# ---- block 1 ----
===== config.mk =====
export PLATFORM = sky130hd
export DESIGN_NAME = alu_core
export DESIGN_NICKNAME = d
export VERILOG_FILES = /design/src/rtl/alu_core.sv
export SDC_FILE = /design/constraint.sdc
export NUM_CORES = 1
export LEC_CHECK = 0
export CAP_MARGIN = 30
export CORE_ASPECT_RATIO = 1.4
export CORE_UTILIZATION = 48
export DETAILED_ROUTE_END_ITERATION = 10
export PLACE_DENSITY = 0.75
export SLEW_MARGIN = 25
export SYNTH_ARGS = -nofsm -noshare
export SYNTH_HDL_FRONTEND = slang
export SYNTH_SLANG_ARGS = --single-unit

===== constraint.sdc =====
create_clock -name CLK -period 4.2 [get_ports CLK]
set_input_delay 1.26 -clock CLK [delete_from_list [all_inputs] [get_ports CLK]]
set_output_delay 1.26 -clock CLK [all_outputs]
set_load 0.005 [all_outputs]

===== src/rtl/alu_core.sv =====
// Registered ALU: one-cycle result for most ops, W-cycle shift-add multiply.
// Optional multiplier enabled by defining ALU_MULT_EN; otherwise OP=2 yields zero in one cycle.
module alu_core #(
  parameter int DATA_WIDTH = 8
) (
  input  logic                  CLK,
  input  logic                  RST,
  input  logic                  ACT,
  input  logic [3:0]            OP,
  input  logic [1:0]            MOVI,
  input  logic [DATA_WIDTH-1:0] REG_A,
  input  logic [DATA_WIDTH-1:0] REG_B,
  input  logic [DATA_WIDTH-1:0] MEM,
  input  logic [DATA_WIDTH-1:0] IMM,
  output logic                  ALU_RDY,
  output logic [DATA_WIDTH-1:0] EX_ALU,
  output logic                  EX_ALU_VLD
);

  localparam int W = DATA_WIDTH;

  localparam logic [3:0] OP_ADD  = 4'd0;
  localparam logic [3:0] OP_SUB  = 4'd1;
  localparam logic [3:0] OP_MULT = 4'd2;
  localparam logic [3:0] OP_SHR  = 4'd3;
  localparam logic [3:0] OP_SHL  = 4'd4;
  localparam logic [3:0] OP_ROR  = 4'd5;
  localparam logic [3:0] OP_ROL  = 4'd6;
  localparam logic [3:0] OP_NOT  = 4'd7;
  localparam logic [3:0] OP_AND  = 4'd8;
  localparam logic [3:0] OP_OR   = 4'd9;
  localparam logic [3:0] OP_XOR  = 4'd10;
  localparam logic [3:0] OP_NAND = 4'd11;
  localparam logic [3:0] OP_NOR  = 4'd12;
  localparam logic [3:0] OP_XNOR = 4'd13;
  localparam logic [3:0] OP_INC  = 4'd14;
  localparam logic [3:0] OP_DEC  = 4'd15;

`ifdef ALU_MULT_EN
  localparam int CNT_W = $clog2(W) + 1;
  typedef enum logic [0:0] {IDLE, MULT_BUSY} state_t;
  logic [W-1:0]     acc_q, acc_d;
  logic [CNT_W-1:0] cnt_q, cnt_d;
`else
  typedef enum logic [0:0] {IDLE} state_t;
`endif

  state_t       state_q, state_d;
  logic [3:0]   op_q, op_d;
  logic [W-1:0] a_q, a_d;
  logic [W-1:0] b_q, b_d;
  logic         pend_q, pend_d;
  logic         rdy_q, rdy_d;
  logic [W-1:0] ex_q, ex_d;
  logic         vld_q, vld_d;

  logic         accept;
  logic [W-1:0] opb;
  logic [W-1:0] alu_res;

  assign accept = ACT && rdy_q;

  always_comb begin
    opb = '0;
    case (MOVI)
      2'd0:    opb = REG_B;
      2'd1:    opb = MEM;
      2'd2:    opb = IMM;
      default: opb = '0;
    endcase
  end

  // Single-cycle datapath on the captured operands; MULT is produced by the FSM instead.
  always_comb begin
    alu_res = '0;
    case (op_q)
      OP_ADD:  alu_res = a_q + b_q;
      OP_SUB:  alu_res = a_q - b_q;
      OP_MULT: alu_res = '0;
      OP_SHR:  alu_res = {1'b0, a_q[W-1:1]};
      OP_SHL:  alu_res = {a_q[W-2:0], 1'b0};
      OP_ROR:  alu_res = {a_q[0], a_q[W-1:1]};
      OP_ROL:  alu_res = {a_q[W-2:0], a_q[W-1]};
      OP_NOT:  alu_res = ~a_q;
      OP_AND:  alu_res = a_q & b_q;
      OP_OR:   alu_res = a_q | b_q;
      OP_XOR:  alu_res = a_q ^ b_q;
      OP_NAND: alu_res = ~(a_q & b_q);
      OP_NOR:  alu_res = ~(a_q | b_q);
      OP_XNOR: alu_res = ~(a_q ^ b_q);
      OP_INC:  alu_res = a_q + 1'b1;
      OP_DEC:  alu_res = a_q - 1'b1;
      default: alu_res = '0;
    endcase
  end

  always_comb begin
    state_d = state_q;
    op_d    = op_q;
    a_d     = a_q;
    b_d     = b_q;
    pend_d  = 1'b0;
    rdy_d   = 1'b1;
    ex_d    = ex_q;
    vld_d   = 1'b0;
`ifdef ALU_MULT_EN
    acc_d   = acc_q;
    cnt_d   = cnt_q;
`endif

    if (pend_q) begin
      ex_d  = alu_res;
      vld_d = 1'b1;
    end

    case (state_q)
      IDLE: begin
        if (accept) begin
          op_d = OP;
          a_d  = REG_A;
          b_d  = opb;
`ifdef ALU_MULT_EN
          if (OP == OP_MULT) begin
            state_d = MULT_BUSY;
            rdy_d   = 1'b0;
            acc_d   = '0;
            cnt_d   = '0;
          end else begin
            pend_d = 1'b1;
          end
`else
          pend_d = 1'b1;
`endif
        end
      end
`ifdef ALU_MULT_EN
      MULT_BUSY: begin
        // a_q walks left as the multiplicand, b_q walks right exposing the next multiplier bit.
        rdy_d = 1'b0;
        acc_d = acc_q + (b_q[0] ? a_q : '0);
        a_d   = a_q << 1;
        b_d   = b_q >> 1;
        cnt_d = cnt_q + 1'b1;
        if (cnt_q == CNT_W'(W - 1)) begin
          ex_d    = acc_d;
          vld_d   = 1'b1;
          rdy_d   = 1'b1;
          state_d = IDLE;
        end
      end
`endif
      default: state_d = IDLE;
    endcase
  end

  always_ff @(posedge CLK) begin
    if (!RST) begin
      state_q <= IDLE;
      op_q    <= '0;
      a_q     <= '0;
      b_q     <= '0;
      pend_q  <= 1'b0;
      rdy_q   <= 1'b0;
      ex_q    <= '0;
      vld_q   <= 1'b0;
`ifdef ALU_MULT_EN
      acc_q   <= '0;
      cnt_q   <= '0;
`endif
    end else begin
      state_q <= state_d;
      op_q    <= op_d;
      a_q     <= a_d;
      b_q     <= b_d;
      pend_q  <= pend_d;
      rdy_q   <= rdy_d;
      ex_q    <= ex_d;
      vld_q   <= vld_d;
`ifdef ALU_MULT_EN
      acc_q   <= acc_d;
      cnt_q   <= cnt_d;
`endif
    end
  end

  assign ALU_RDY    = rdy_q;
  assign EX_ALU     = ex_q;
  assign EX_ALU_VLD = vld_q;

endmodule


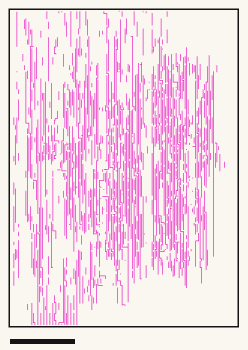
Fig. 1. Signal wires on met2 (block 1).
Bar = 20 um.
The layer holds 49% of the routed length. The longest straight run is 57.8 um. 422 nets have wire on it.

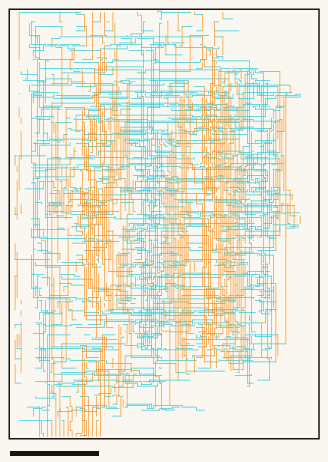
Fig. 2. Signal wires by layer (block 1).
Bar = 20 um. Two of the layers only.
Key: orange = met2 [wire length 4710 um]; cyan = met1 [wire length 4020 um]

==> worst paths after layout <==
check / slack, ns / depth (start not counted) / endpoint / start
worst max-delay path: 0.68 / 15 / EX_ALU[7]$_SDFFE_PN0P_ / b_q[1]$_SDFFE_PN0P_
worst min-delay path: 0.47 / 2 / EX_ALU[0]$_SDFFE_PN0P_ / EX_ALU[0]$_SDFFE_PN0P_
worst max register to register: 0.68 / 15 / EX_ALU[7]$_SDFFE_PN0P_ / b_q[1]$_SDFFE_PN0P_
worst min register to register: 0.47 / 2 / EX_ALU[0]$_SDFFE_PN0P_ / EX_ALU[0]$_SDFFE_PN0P_
==> qor.rpt <==
RUN STATUS
--------------------------------------------------------------------------------
Result of the run                                                   finished, final reports clean

TIMING
--------------------------------------------------------------------------------
Final hold vios                                                                0
Period minus WS final                                                    3.52 ns
Count of final max-slew check failures                                         0
Total Neg Setup Slack                                                       0 ns
Clk_skew                                                              0.00664 ns

YOSYS
--------------------------------------------------------------------------------
Summed standard-cell area reported by yosys                         0.00307 mm^2
Summed instance area of the synthesized netlist                     0.00307 mm^2
Top-count cell post-synth                                                nand2_1
Mean instance size in the synthesized netlist                          7.25 um^2
Ranking of synthesized cells by instance count                      nand2_1, o21ai_0, dfxtp_1

POWER
--------------------------------------------------------------------------------
Switching share of power                                                   33.1%
Comb power frac                                                            34.9%
Power dissipated in sequential cells                                  0.000339 W
Top power consumer group                                            combinational logic
Internal power summed over all cells                                  0.000667 W
Max rail drop VDD                                                         214 uV

GRT
--------------------------------------------------------------------------------
Wire length of the first global-routing pass                            16100 um
Vias in the first global route                                              3306
Initial antenna violation count                                                0

PLACED DESIGN
--------------------------------------------------------------------------------
Dpl hpwl                                                                 7230 um

DRT
--------------------------------------------------------------------------------
Final Routed Wirelength                                                  9710 um
Pre-antenna DRT Iters                                                          5
Met3 layer wire length in the routed design                               669 um

FLOORPLAN
--------------------------------------------------------------------------------
Number of tap cells added at floorplan                                        72
Area of the placeable core                                          0.00621 mm^2
Horizontal extent of the die                                             69.6 um

FINAL LAYOUT
--------------------------------------------------------------------------------
Multi-input logic area                                              0.00225 mm^2
Final non-clock buffer share                                               15.3%
Logic share of the area                                                    60.5%
Proportion of cell area occupied by registers                              16.7%
Clkbuf count                                                                   6
Synthesis-to-layout area growth                                            21.1%
Leading cell types in the layout, fill and taps excluded            clkdlybuf4s50_1, nand2_1, o21ai_0
Count of non-CTS inverters in the layout                                      20
Cell kind with the greatest summed area                              logic gates

CLOCK TREE
--------------------------------------------------------------------------------
Deepest clock path buffer count                                                2
CTS root buffer                                                         clkbuf_8
Clock latency on the worst-skew pair                                     0.29 ns

WORST SETUP PATH
--------------------------------------------------------------------------------
Kind of cell with the highest combined delay on the critical path   simple AND/OR/NAND/NOR gates
Data required, critical path                                             4.38 ns
CP Cell Sequence                                                    inv_1 > ha_1 > or3b_2 > nor2_1 > nor3_1 > o21ai_0 > o31ai_1 > a21oi_1 > ha_1 > a21oi_1 > nand2_1 > o21ai_0 > a211oi_1 > or4b_1 > o21bai_1


# ---- block 2 ----
===== config.mk =====
export PLATFORM = sky130hd
export DESIGN_NAME = sprite_renderer
export DESIGN_NICKNAME = d
export VERILOG_FILES = /design/src/rtl/sprite_renderer.sv
export SDC_FILE = /design/constraint.sdc
export NUM_CORES = 1
export LEC_CHECK = 0
export ABC_AREA = 1
export CAP_MARGIN = 10
export CELL_PAD_IN_SITES_DETAIL_PLACEMENT = 1
export CELL_PAD_IN_SITES_GLOBAL_PLACEMENT = 1
export CORE_ASPECT_RATIO = 0.7
export CORE_MARGIN = 5
export CORE_UTILIZATION = 35
export CTS_CLUSTER_SIZE = 16
export DETAILED_ROUTE_END_ITERATION = 10
export GPL_TIMING_DRIVEN = 0
export PLACE_DENSITY_LB_ADDON = 0.15
export SLEW_MARGIN = 20
export SYNTH_ARGS = -nofsm -noshare
export SYNTH_HDL_FRONTEND = slang
export SYNTH_SLANG_ARGS = --single-unit

===== constraint.sdc =====
create_clock -name clk -period 10.3 [get_ports clk]
set_input_delay 2.06 -clock clk [delete_from_list [all_inputs] [get_ports clk]]
set_output_delay 2.06 -clock clk [all_outputs]
set_load 0.005 [all_outputs]

===== src/rtl/sprite_renderer.sv =====
// sprite_renderer: hardware sprite engine for a raster display.
// During horizontal blank each sprite's bitmap row for the upcoming line is
// fetched into a per-sprite line buffer; during the line, per-sprite column
// counters walk those buffers and the lowest-index opaque sprite wins the
// pixel. Sprite attributes are double-buffered so motion only happens
// between frames.
//
// Build option: define SPRITE_MIRROR_EN for 16-px wide sprites mirrored about
// their centre; left undefined, sprites are 8 px wide and unmirrored.
//
// Protocol: wr_en is a single-cycle write strobe with no backpressure -- the
// shadow write completes in the cycle wr_en is high. line_start and
// frame_start are single-cycle pulses from the sync generator. rom_bits must
// answer rom_addr combinationally within the same cycle.
module sprite_renderer #(
  parameter int NUM_SPRITES = 4,
  parameter int COORD_W     = 11,
  localparam int SEL_W      = (NUM_SPRITES > 1) ? $clog2(NUM_SPRITES) : 1,
  localparam int ROM_AW     = $clog2(NUM_SPRITES) + 4
) (
  input  logic               clk,
  input  logic               reset,
  input  logic [COORD_W-1:0] hpos,
  input  logic [COORD_W-1:0] vpos,
  input  logic               display_on,
  input  logic               line_start,
  input  logic               frame_start,
  input  logic               wr_en,
  input  logic [SEL_W-1:0]   wr_sel,
  input  logic [COORD_W-1:0] wr_x,
  input  logic [COORD_W-1:0] wr_y,
  input  logic [2:0]         wr_color,
  input  logic               wr_visible,
  output logic [ROM_AW-1:0]  rom_addr,
  input  logic [7:0]         rom_bits,
  output logic               red,
  output logic               green,
  output logic               blue,
  output logic               collision,
  input  logic               clr_collision
);

`ifdef SPRITE_MIRROR_EN
  localparam int CNT_W = 4;
`else
  localparam int CNT_W = 3;
`endif
  // Counter reload value: sprite width minus one.
  localparam logic [CNT_W-1:0] SPAN_M1 = {CNT_W{1'b1}};

  typedef enum logic {
    S_IDLE  = 1'b0,
    S_FETCH = 1'b1
  } fetch_state_t;

  // Fetch state is kept as a named enum so checkers can bind to it directly.
  fetch_state_t     fetch_state;
  logic [SEL_W-1:0] fetch_idx;

  // Shadow (CPU-written) and live (frame-stable) sprite attributes.
  logic [COORD_W-1:0] sh_x     [NUM_SPRITES];
  logic [COORD_W-1:0] sh_y     [NUM_SPRITES];
  logic [2:0]         sh_color [NUM_SPRITES];
  logic               sh_vis   [NUM_SPRITES];
  logic [COORD_W-1:0] lv_x     [NUM_SPRITES];
  logic [COORD_W-1:0] lv_y     [NUM_SPRITES];
  logic [2:0]         lv_color [NUM_SPRITES];
  logic               lv_vis   [NUM_SPRITES];

  // Per-sprite bitmap row for the current line and column walkers.
  logic [7:0]       line_buf [NUM_SPRITES];
  logic [CNT_W-1:0] col_cnt  [NUM_SPRITES];
  logic             col_act  [NUM_SPRITES];

  // Fetch-side row arithmetic for the sprite selected by fetch_idx.
  logic [COORD_W-1:0] next_line;
  logic [COORD_W-1:0] cur_y;
  logic               cur_vis;
  logic [COORD_W-1:0] row_diff;
  logic               row_hit;
  logic [3:0]         row_sel;

  // Pixel-side compositing.
  logic [2:0] bit_sel [NUM_SPRITES];
  logic       opaque  [NUM_SPRITES];
  logic [2:0] pix_color;
  logic       pix_any;
  logic       pix_multi;

  // Shadow writes from the CPU port; whole shadow set copied to live at frame start.
  always_ff @(posedge clk or posedge reset) begin
    if (reset) begin
      for (int i = 0; i < NUM_SPRITES; i++) begin
        sh_x[i]     <= '0;
        sh_y[i]     <= '0;
        sh_color[i] <= 3'b111;
        sh_vis[i]   <= 1'b0;
        lv_x[i]     <= '0;
        lv_y[i]     <= '0;
        lv_color[i] <= 3'b111;
        lv_vis[i]   <= 1'b0;
      end
    end else begin
      for (int i = 0; i < NUM_SPRITES; i++) begin
        if (wr_en && (wr_sel == SEL_W'(i))) begin
          sh_x[i]     <= wr_x;
          sh_y[i]     <= wr_y;
          sh_color[i] <= wr_color;
          sh_vis[i]   <= wr_visible;
        end
        if (frame_start) begin
          lv_x[i]     <= sh_x[i];
          lv_y[i]     <= sh_y[i];
          lv_color[i] <= sh_color[i];
          lv_vis[i]   <= sh_vis[i];
        end
      end
    end
  end

  // Row lookup for the sprite being fetched; rejects rows that would only
  // match by wrapping past the last line back into line 0.
  always_comb begin
    cur_y   = lv_y[0];
    cur_vis = lv_vis[0];
    for (int i = 0; i < NUM_SPRITES; i++) begin
      if (fetch_idx == SEL_W'(i)) begin
        cur_y   = lv_y[i];
        cur_vis = lv_vis[i];
      end
    end
    next_line = vpos + COORD_W'(1);
    row_diff  = next_line - cur_y;
    row_hit   = cur_vis && (next_line >= cur_y) && (row_diff < COORD_W'(16));
    row_sel   = row_diff[3:0];
  end

  generate
    if (NUM_SPRITES > 1) begin : g_addr_idx
      assign rom_addr = {fetch_idx, row_sel};
    end else begin : g_addr_row
      assign rom_addr = row_sel;
    end
  endgenerate

  // Fetch FSM: one sprite row per cycle into its line buffer after line_start.
  always_ff @(posedge clk or posedge reset) begin
    if (reset) begin
      fetch_state <= S_IDLE;
      fetch_idx   <= '0;
      for (int i = 0; i < NUM_SPRITES; i++) line_buf[i] <= 8'h00;
    end else if (line_start) begin
      fetch_state <= S_FETCH;
      fetch_idx   <= '0;
    end else if (fetch_state == S_FETCH) begin
      for (int i = 0; i < NUM_SPRITES; i++) begin
        if (fetch_idx == SEL_W'(i)) line_buf[i] <= row_hit ? rom_bits : 8'h00;
      end
      if (fetch_idx == SEL_W'(NUM_SPRITES - 1)) begin
        fetch_state <= S_IDLE;
        fetch_idx   <= '0;
      end else begin
        fetch_idx <= fetch_idx + SEL_W'(1);
      end
    end
  end

  // Column walkers: arm at hpos == x, count down to 0, then go inactive.
  always_ff @(posedge clk or posedge reset) begin
    if (reset) begin
      for (int i = 0; i < NUM_SPRITES; i++) begin
        col_cnt[i] <= '0;
        col_act[i] <= 1'b0;
      end
    end else begin
      for (int i = 0; i < NUM_SPRITES; i++) begin
        if (hpos == lv_x[i]) begin
          col_cnt[i] <= SPAN_M1;
          col_act[i] <= 1'b1;
        end else if (col_act[i]) begin
          if (col_cnt[i] == '0) col_act[i] <= 1'b0;
          else                  col_cnt[i] <= col_cnt[i] - CNT_W'(1);
        end
      end
    end
  end

  // Per-sprite opacity and lowest-index-wins colour selection.
  always_comb begin
    pix_color = 3'b000;
    pix_any   = 1'b0;
    pix_multi = 1'b0;
    for (int i = 0; i < NUM_SPRITES; i++) begin
      bit_sel[i] = col_cnt[i][2:0];
`ifdef SPRITE_MIRROR_EN
      // Upper half of the span reads the row backwards: bit 15-counter.
      if (col_cnt[i][3]) bit_sel[i] = ~col_cnt[i][2:0];
`endif
      opaque[i] = col_act[i] & line_buf[i][bit_sel[i]];
      if (opaque[i]) begin
        if (pix_any) begin
          pix_multi = 1'b1;
        end else begin
          pix_color = lv_color[i];
          pix_any   = 1'b1;
        end
      end
    end
  end

  // Registered RGB (blanked outside active video) and sticky collision flag.
  always_ff @(posedge clk or posedge reset) begin
    if (reset) begin
      red       <= 1'b0;
      green     <= 1'b0;
      blue      <= 1'b0;
      collision <= 1'b0;
    end else begin
      {red, green, blue} <= display_on ? pix_color : 3'b000;
      if (display_on && pix_multi) collision <= 1'b1;
      else if (clr_collision)      collision <= 1'b0;
    end
  end

endmodule


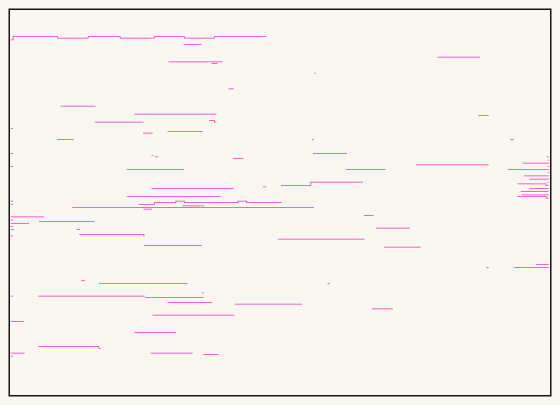
Fig. 3. Metal 3 (block 2).
58 nets have wire on it. The layer holds 3.5% of the routed length.

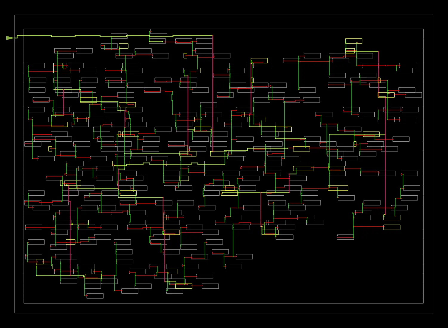
Fig. 4. Clock routing (block 2).
clock latency on the worst-skew pair: 0.57 ns
clkbuf count: 45

[layer usage]
metal  up-vias  track usage [%]  routed length, um
met4         0             2.63                390
met2       126             29.5              15500
li1       4514                -                  -
met5         -                0                  0
met1      4733             29.2              18800
met3        29             2.96               1250
[area by class of cell]
class	instances	area [um^2]	area share, %
plain buffers	51	216	1.51
clock inverters	7	91.3	0.635
inverters	136	518	3.60
clock buffers	45	866	6.02
flip-flops and latches	263	6610	46.0
repair buffers	70	753	5.24
well taps	464	581	4.04
multi-input cells	877	4750	33.0
==> qor.rpt <==
CLOCK TREE
------------------------------------------------------------------------------
Resize count post-CTS                                                        0
TritonCTS sink count                                                       263
Setup Buffers After CTS                                                      0
TritonCTS clock tree                                                       yes
Number of buffers created by CTS                                            28

RUN STATUS
------------------------------------------------------------------------------
Result of the run                                                 finished, final reports clean

TIMING
------------------------------------------------------------------------------
WHS                                                                   0.478 ns
Count of final max-slew check failures                                       0
Worst slew pin tran                                                   0.881 ns
Worst setup margin                                                     3.96 ns

YOSYS
------------------------------------------------------------------------------
Cell taking the most area after synthesis                              dfrtp_1
Top logic cell family in the synthesized netlist                  simple AND/OR/NAND/NOR gates
Gate count after technology mapping                                       1327
Mean instance size in the synthesized netlist                        9.11 um^2
Async set-or-reset flop fraction in the synthesized netlist               100%
AND/OR/NAND/NOR Cells, Area Fraction                                     17.7%
Leading register cell type out of synthesis                            dfrtp_1
Portion of the post-synthesis area used by sequential elements           54.7%
Number of distinct library cells after synthesis                            36

WORST SETUP PATH
------------------------------------------------------------------------------
WP depth                                                                     8
Number of cell instances on the worst register-to-register path             21
WP buf/inv                                                                   2
Worst R2R Start                                                   fetch_idx[1]$_DFFE_PP0P_
Setup crit start                                                       vpos[0]

FINAL LAYOUT
------------------------------------------------------------------------------
Antenna diodes                                                               0
End-of-flow core utilization                                             42.6%
Non-filler instance count after layout                                    1913

DRT
------------------------------------------------------------------------------
Iteration-0 DRC Markers                                                    549
Pre-antenna DRT Iters                                                        4

FLOORPLAN
------------------------------------------------------------------------------
Horizontal extent of the die                                            232 um
Site Rows                                                                   56

GRT
------------------------------------------------------------------------------
Wire length of the first global-routing pass                          57400 um
Overall fraction of global-route tracks in use                           19.1%

MIN PATH
------------------------------------------------------------------------------
Hold path startpoint                                              line_buf[30]$_DFFE_PP0P_

POWER
------------------------------------------------------------------------------
Top power consumer group                                             registers
Post-layout total power                                              0.00310 W

FLOW RUN
------------------------------------------------------------------------------
Count of maximum capacitance violations                                      0
Tool Warnings                                                               33


# ---- block 3 ----
Fig. 5: block 3, clock routing
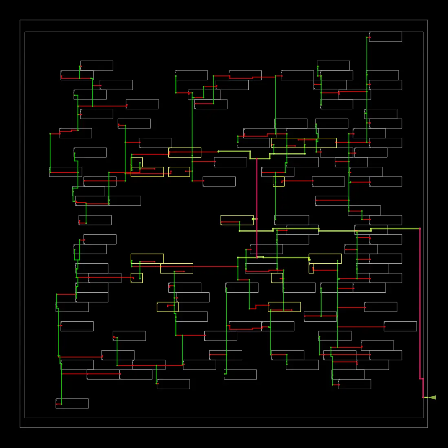
--- config.mk ---
export PLATFORM = sky130hd
export DESIGN_NAME = mem_port_arbiter
export DESIGN_NICKNAME = d
export VERILOG_FILES = /design/src/rtl/mem_port_arbiter.sv
export SDC_FILE = /design/constraint.sdc
export NUM_CORES = 1
export LEC_CHECK = 0
export CAP_MARGIN = 10
export CORE_MARGIN = 1
export CORE_UTILIZATION = 40
export CTS_CLUSTER_SIZE = 14
export DETAILED_ROUTE_END_ITERATION = 8
export PLACE_DENSITY = 0.82
export RECOVER_POWER = 50
export SKIP_CTS_REPAIR_TIMING = 1
export SLEW_MARGIN = 10
export SYNTH_ARGS = -nofsm -noshare
export SYNTH_HDL_FRONTEND = slang
export SYNTH_SLANG_ARGS = --single-unit
--- constraint.sdc ---
create_clock -name Clk -period 2.8 [get_ports Clk]
set_input_delay 0.7 -clock Clk [delete_from_list [all_inputs] [get_ports Clk]]
set_output_delay 0.7 -clock Clk [all_outputs]
set_load 0.005 [all_outputs]
--- src/rtl/mem_port_arbiter.sv ---
// Two-port arbiter in front of the single-port Memoria: serialises CPU and loader/DMA accesses,
// inserts read wait-states for the registered read latency and returns data with a done pulse.
module mem_port_arbiter #(
    parameter int ADDR_W     = 32,
    parameter int DATA_W     = 32,
    parameter int RD_LAT     = 1,
    parameter int FIXED_PRIO = 0
) (
    input  logic              Clk,
    input  logic              reset,
    input  logic              req0,
    input  logic              we0,
    input  logic [ADDR_W-1:0] addr0,
    input  logic [DATA_W-1:0] wdata0,
    output logic              gnt0,
    output logic              done0,
    input  logic              req1,
    input  logic              we1,
    input  logic [ADDR_W-1:0] addr1,
    input  logic [DATA_W-1:0] wdata1,
    output logic              gnt1,
    output logic              done1,
    output logic [DATA_W-1:0] rdata,
    output logic              busy,
    output logic [ADDR_W-1:0] mem_addr,
    output logic              mem_wr,
    output logic [DATA_W-1:0] mem_wdata,
    input  logic [DATA_W-1:0] mem_rdata
);

    localparam logic [1:0] IDLE    = 2'd0;
    localparam logic [1:0] ACCESS  = 2'd1;
    localparam logic [1:0] RD_WAIT = 2'd2;
    localparam logic [1:0] DONE    = 2'd3;

    localparam logic [2:0] LAT = 3'(RD_LAT);

    logic [1:0]        state_q, state_d;
    logic              owner_q, owner_d;
    logic              last_q, last_d;
    logic              we_q, we_d;
    logic [ADDR_W-1:0] addr_q, addr_d;
    logic [DATA_W-1:0] wdata_q, wdata_d;
    logic [DATA_W-1:0] rdata_q, rdata_d;
    logic [2:0]        cnt_q, cnt_d;
    logic              arb_valid;
    logic              arb_win;

    // Tie goes to port 0 under fixed priority, otherwise to the port not served last.
    always_comb begin
        arb_valid = req0 | req1;
        if (req0 && req1) begin
            arb_win = (FIXED_PRIO != 0) ? 1'b0 : ~last_q;
        end else begin
            arb_win = req1;
        end
    end

    always_comb begin
        state_d = state_q;
        owner_d = owner_q;
        last_d  = last_q;
        we_d    = we_q;
        addr_d  = addr_q;
        wdata_d = wdata_q;
        rdata_d = rdata_q;
        cnt_d   = cnt_q;
        case (state_q)
            IDLE, DONE: begin
                if (arb_valid) begin
                    state_d = ACCESS;
                    owner_d = arb_win;
                    last_d  = arb_win;
                    we_d    = arb_win ? we1 : we0;
                    addr_d  = arb_win ? addr1 : addr0;
                    wdata_d = arb_win ? wdata1 : wdata0;
                end else begin
                    state_d = IDLE;
                end
            end
            ACCESS: begin
                if (we_q) begin
                    state_d = DONE;
                end else begin
                    cnt_d   = LAT;
                    state_d = RD_WAIT;
                end
            end
            RD_WAIT: begin
                cnt_d = cnt_q - 3'd1;
                if (cnt_q == 3'd1) begin
                    rdata_d = mem_rdata;
                    state_d = DONE;
                end
            end
            default: state_d = IDLE;
        endcase
    end

    always_ff @(posedge Clk or negedge reset) begin
        if (!reset) begin
            state_q <= IDLE;
            owner_q <= 1'b0;
            last_q  <= 1'b1;
            we_q    <= 1'b0;
            addr_q  <= '0;
            wdata_q <= '0;
            rdata_q <= '0;
            cnt_q   <= 3'd0;
        end else begin
            state_q <= state_d;
            owner_q <= owner_d;
            last_q  <= last_d;
            we_q    <= we_d;
            addr_q  <= addr_d;
            wdata_q <= wdata_d;
            rdata_q <= rdata_d;
            cnt_q   <= cnt_d;
        end
    end

    // Everything below is decoded from registered state only.
    always_comb begin
        gnt0      = (state_q == ACCESS) && !owner_q;
        gnt1      = (state_q == ACCESS) && owner_q;
        done0     = (state_q == DONE) && !owner_q;
        done1     = (state_q == DONE) && owner_q;
        busy      = (state_q != IDLE);
        mem_wr    = (state_q == ACCESS) && we_q;
        mem_addr  = ((state_q == ACCESS) || (state_q == RD_WAIT)) ? addr_q : '0;
        mem_wdata = (state_q == ACCESS) ? wdata_q : '0;
        rdata     = rdata_q;
    end

endmodule

==> qor.rpt <==
RUN STATUS
--------------------------------------------------------------------------------
Result of the run                                                   complete, but fails checks
Violated checks                                                     max-capacitance violations, max-slew violations

TIMING
--------------------------------------------------------------------------------
Fmax achieved                                                            365 MHz
Share of the clock period used by the worst path after layout              97.8%
Count of final max-slew check failures                                        67

WORST SETUP PATH
--------------------------------------------------------------------------------
Startpoint types                                                        register
Kind of cell with the highest combined delay on the critical path   buffers and inverters
Worst path max stage delay                                               0.50 ns
WP buf/inv                                                                     3
Setup crit start                                                    state_q[1]$_DFFE_PN0P_

YOSYS
--------------------------------------------------------------------------------
AND/OR/NAND/NOR Cells, Area Fraction                                       24.2%
Async set-or-reset flop fraction in the synthesized netlist                 100%
Post-synthesis compound-gate area fraction                                 9.75%
Post-synthesis adder-cell area fraction                                    1.72%
Cell taking the most area after synthesis                                dfrtp_1
Ranking of synthesized cells by instance count                      nand2_1, dfrtp_1, and2_1
Synth warnings                                                                 0

PLACED DESIGN
--------------------------------------------------------------------------------
Pre-CTS setup slack                                                     0.312 ns
Placer Congestion                                                          0.838

FINAL LAYOUT
--------------------------------------------------------------------------------
Mi-comb count                                                                393
Synthesis-to-layout area growth                                            60.6%
Count of filler cells inserted in the layout                                 983
Logic share of the area                                                    27.0%

GRT
--------------------------------------------------------------------------------
Initial antenna violation count                                                0

POWER
--------------------------------------------------------------------------------
Post-layout total power                                                0.00928 W
Switching share of power                                                   35.1%
Clock network power                                                    0.00122 W

DRT
--------------------------------------------------------------------------------
DR vias/cell                                                                4.89
Final routed DRC violation total                                               0
Pre-antenna DRT Iters                                                          4

MIN PATH
--------------------------------------------------------------------------------
Instance count along the most critical hold path                               1
Hold crit path type                                                   reg -> reg

FLOW RUN
--------------------------------------------------------------------------------
Tool Warnings                                                                 31
Count of maximum capacitance violations                                        2

FLOORPLAN
--------------------------------------------------------------------------------
Site Rows                                                                     40

CLOCK TREE
--------------------------------------------------------------------------------
Deepest clock path buffer count                                                2
TritonCTS sink count                                                         104

About Fig. 5:
clock latency on the worst-skew pair: 0.34 ns
number of buffers created by CTS: 9
clkbuf count: 10
clk_skew: 0.00507 ns

per-layer routing:
layer / global-route usage [%] / share of wire [%] / vias up / routed length, um
met5: 0 / 0 / - / 0
met4: 6.49 / 1.7 / 0 / 253
met3: 6.38 / 7.2 / 21 / 1090
met2: 41.6 / 53 / 184 / 7990
met1: 24.2 / 38 / 2246 / 5820
li1: - / - / 2296 / -


## Gallery

PDN straps and rails.
picture 1
Bar = 50 um. Pins as bars on the die edge.
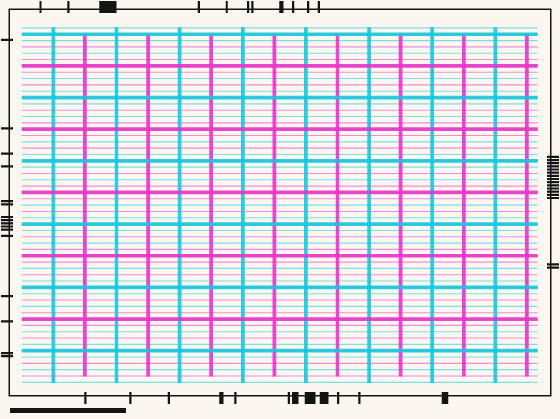
picture 2
Bar = 20 um. Pins as bars on the die edge.
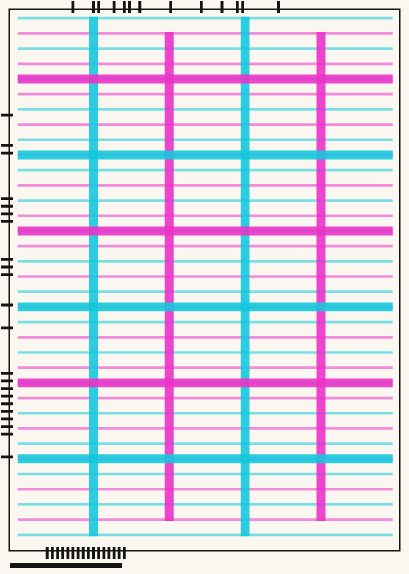
picture 3
Bar = 20 um. Pins as bars on the die edge.
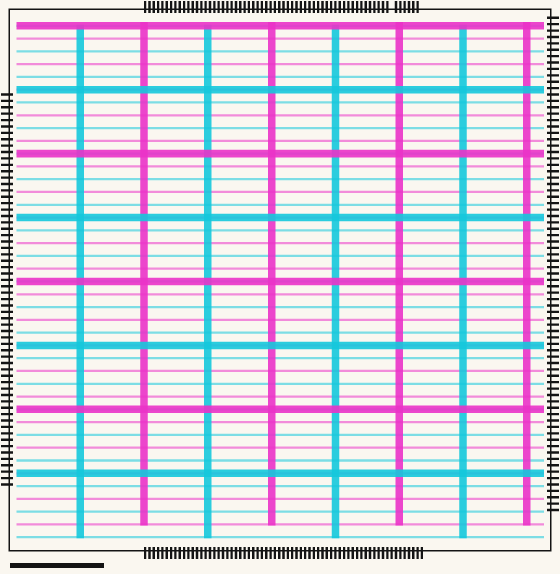
picture 3 -> block 3
picture 1 -> block 2
picture 2 -> block 1
- most pins: picture 3
- largest die: picture 1

Power and IR drop assume default switching activity.
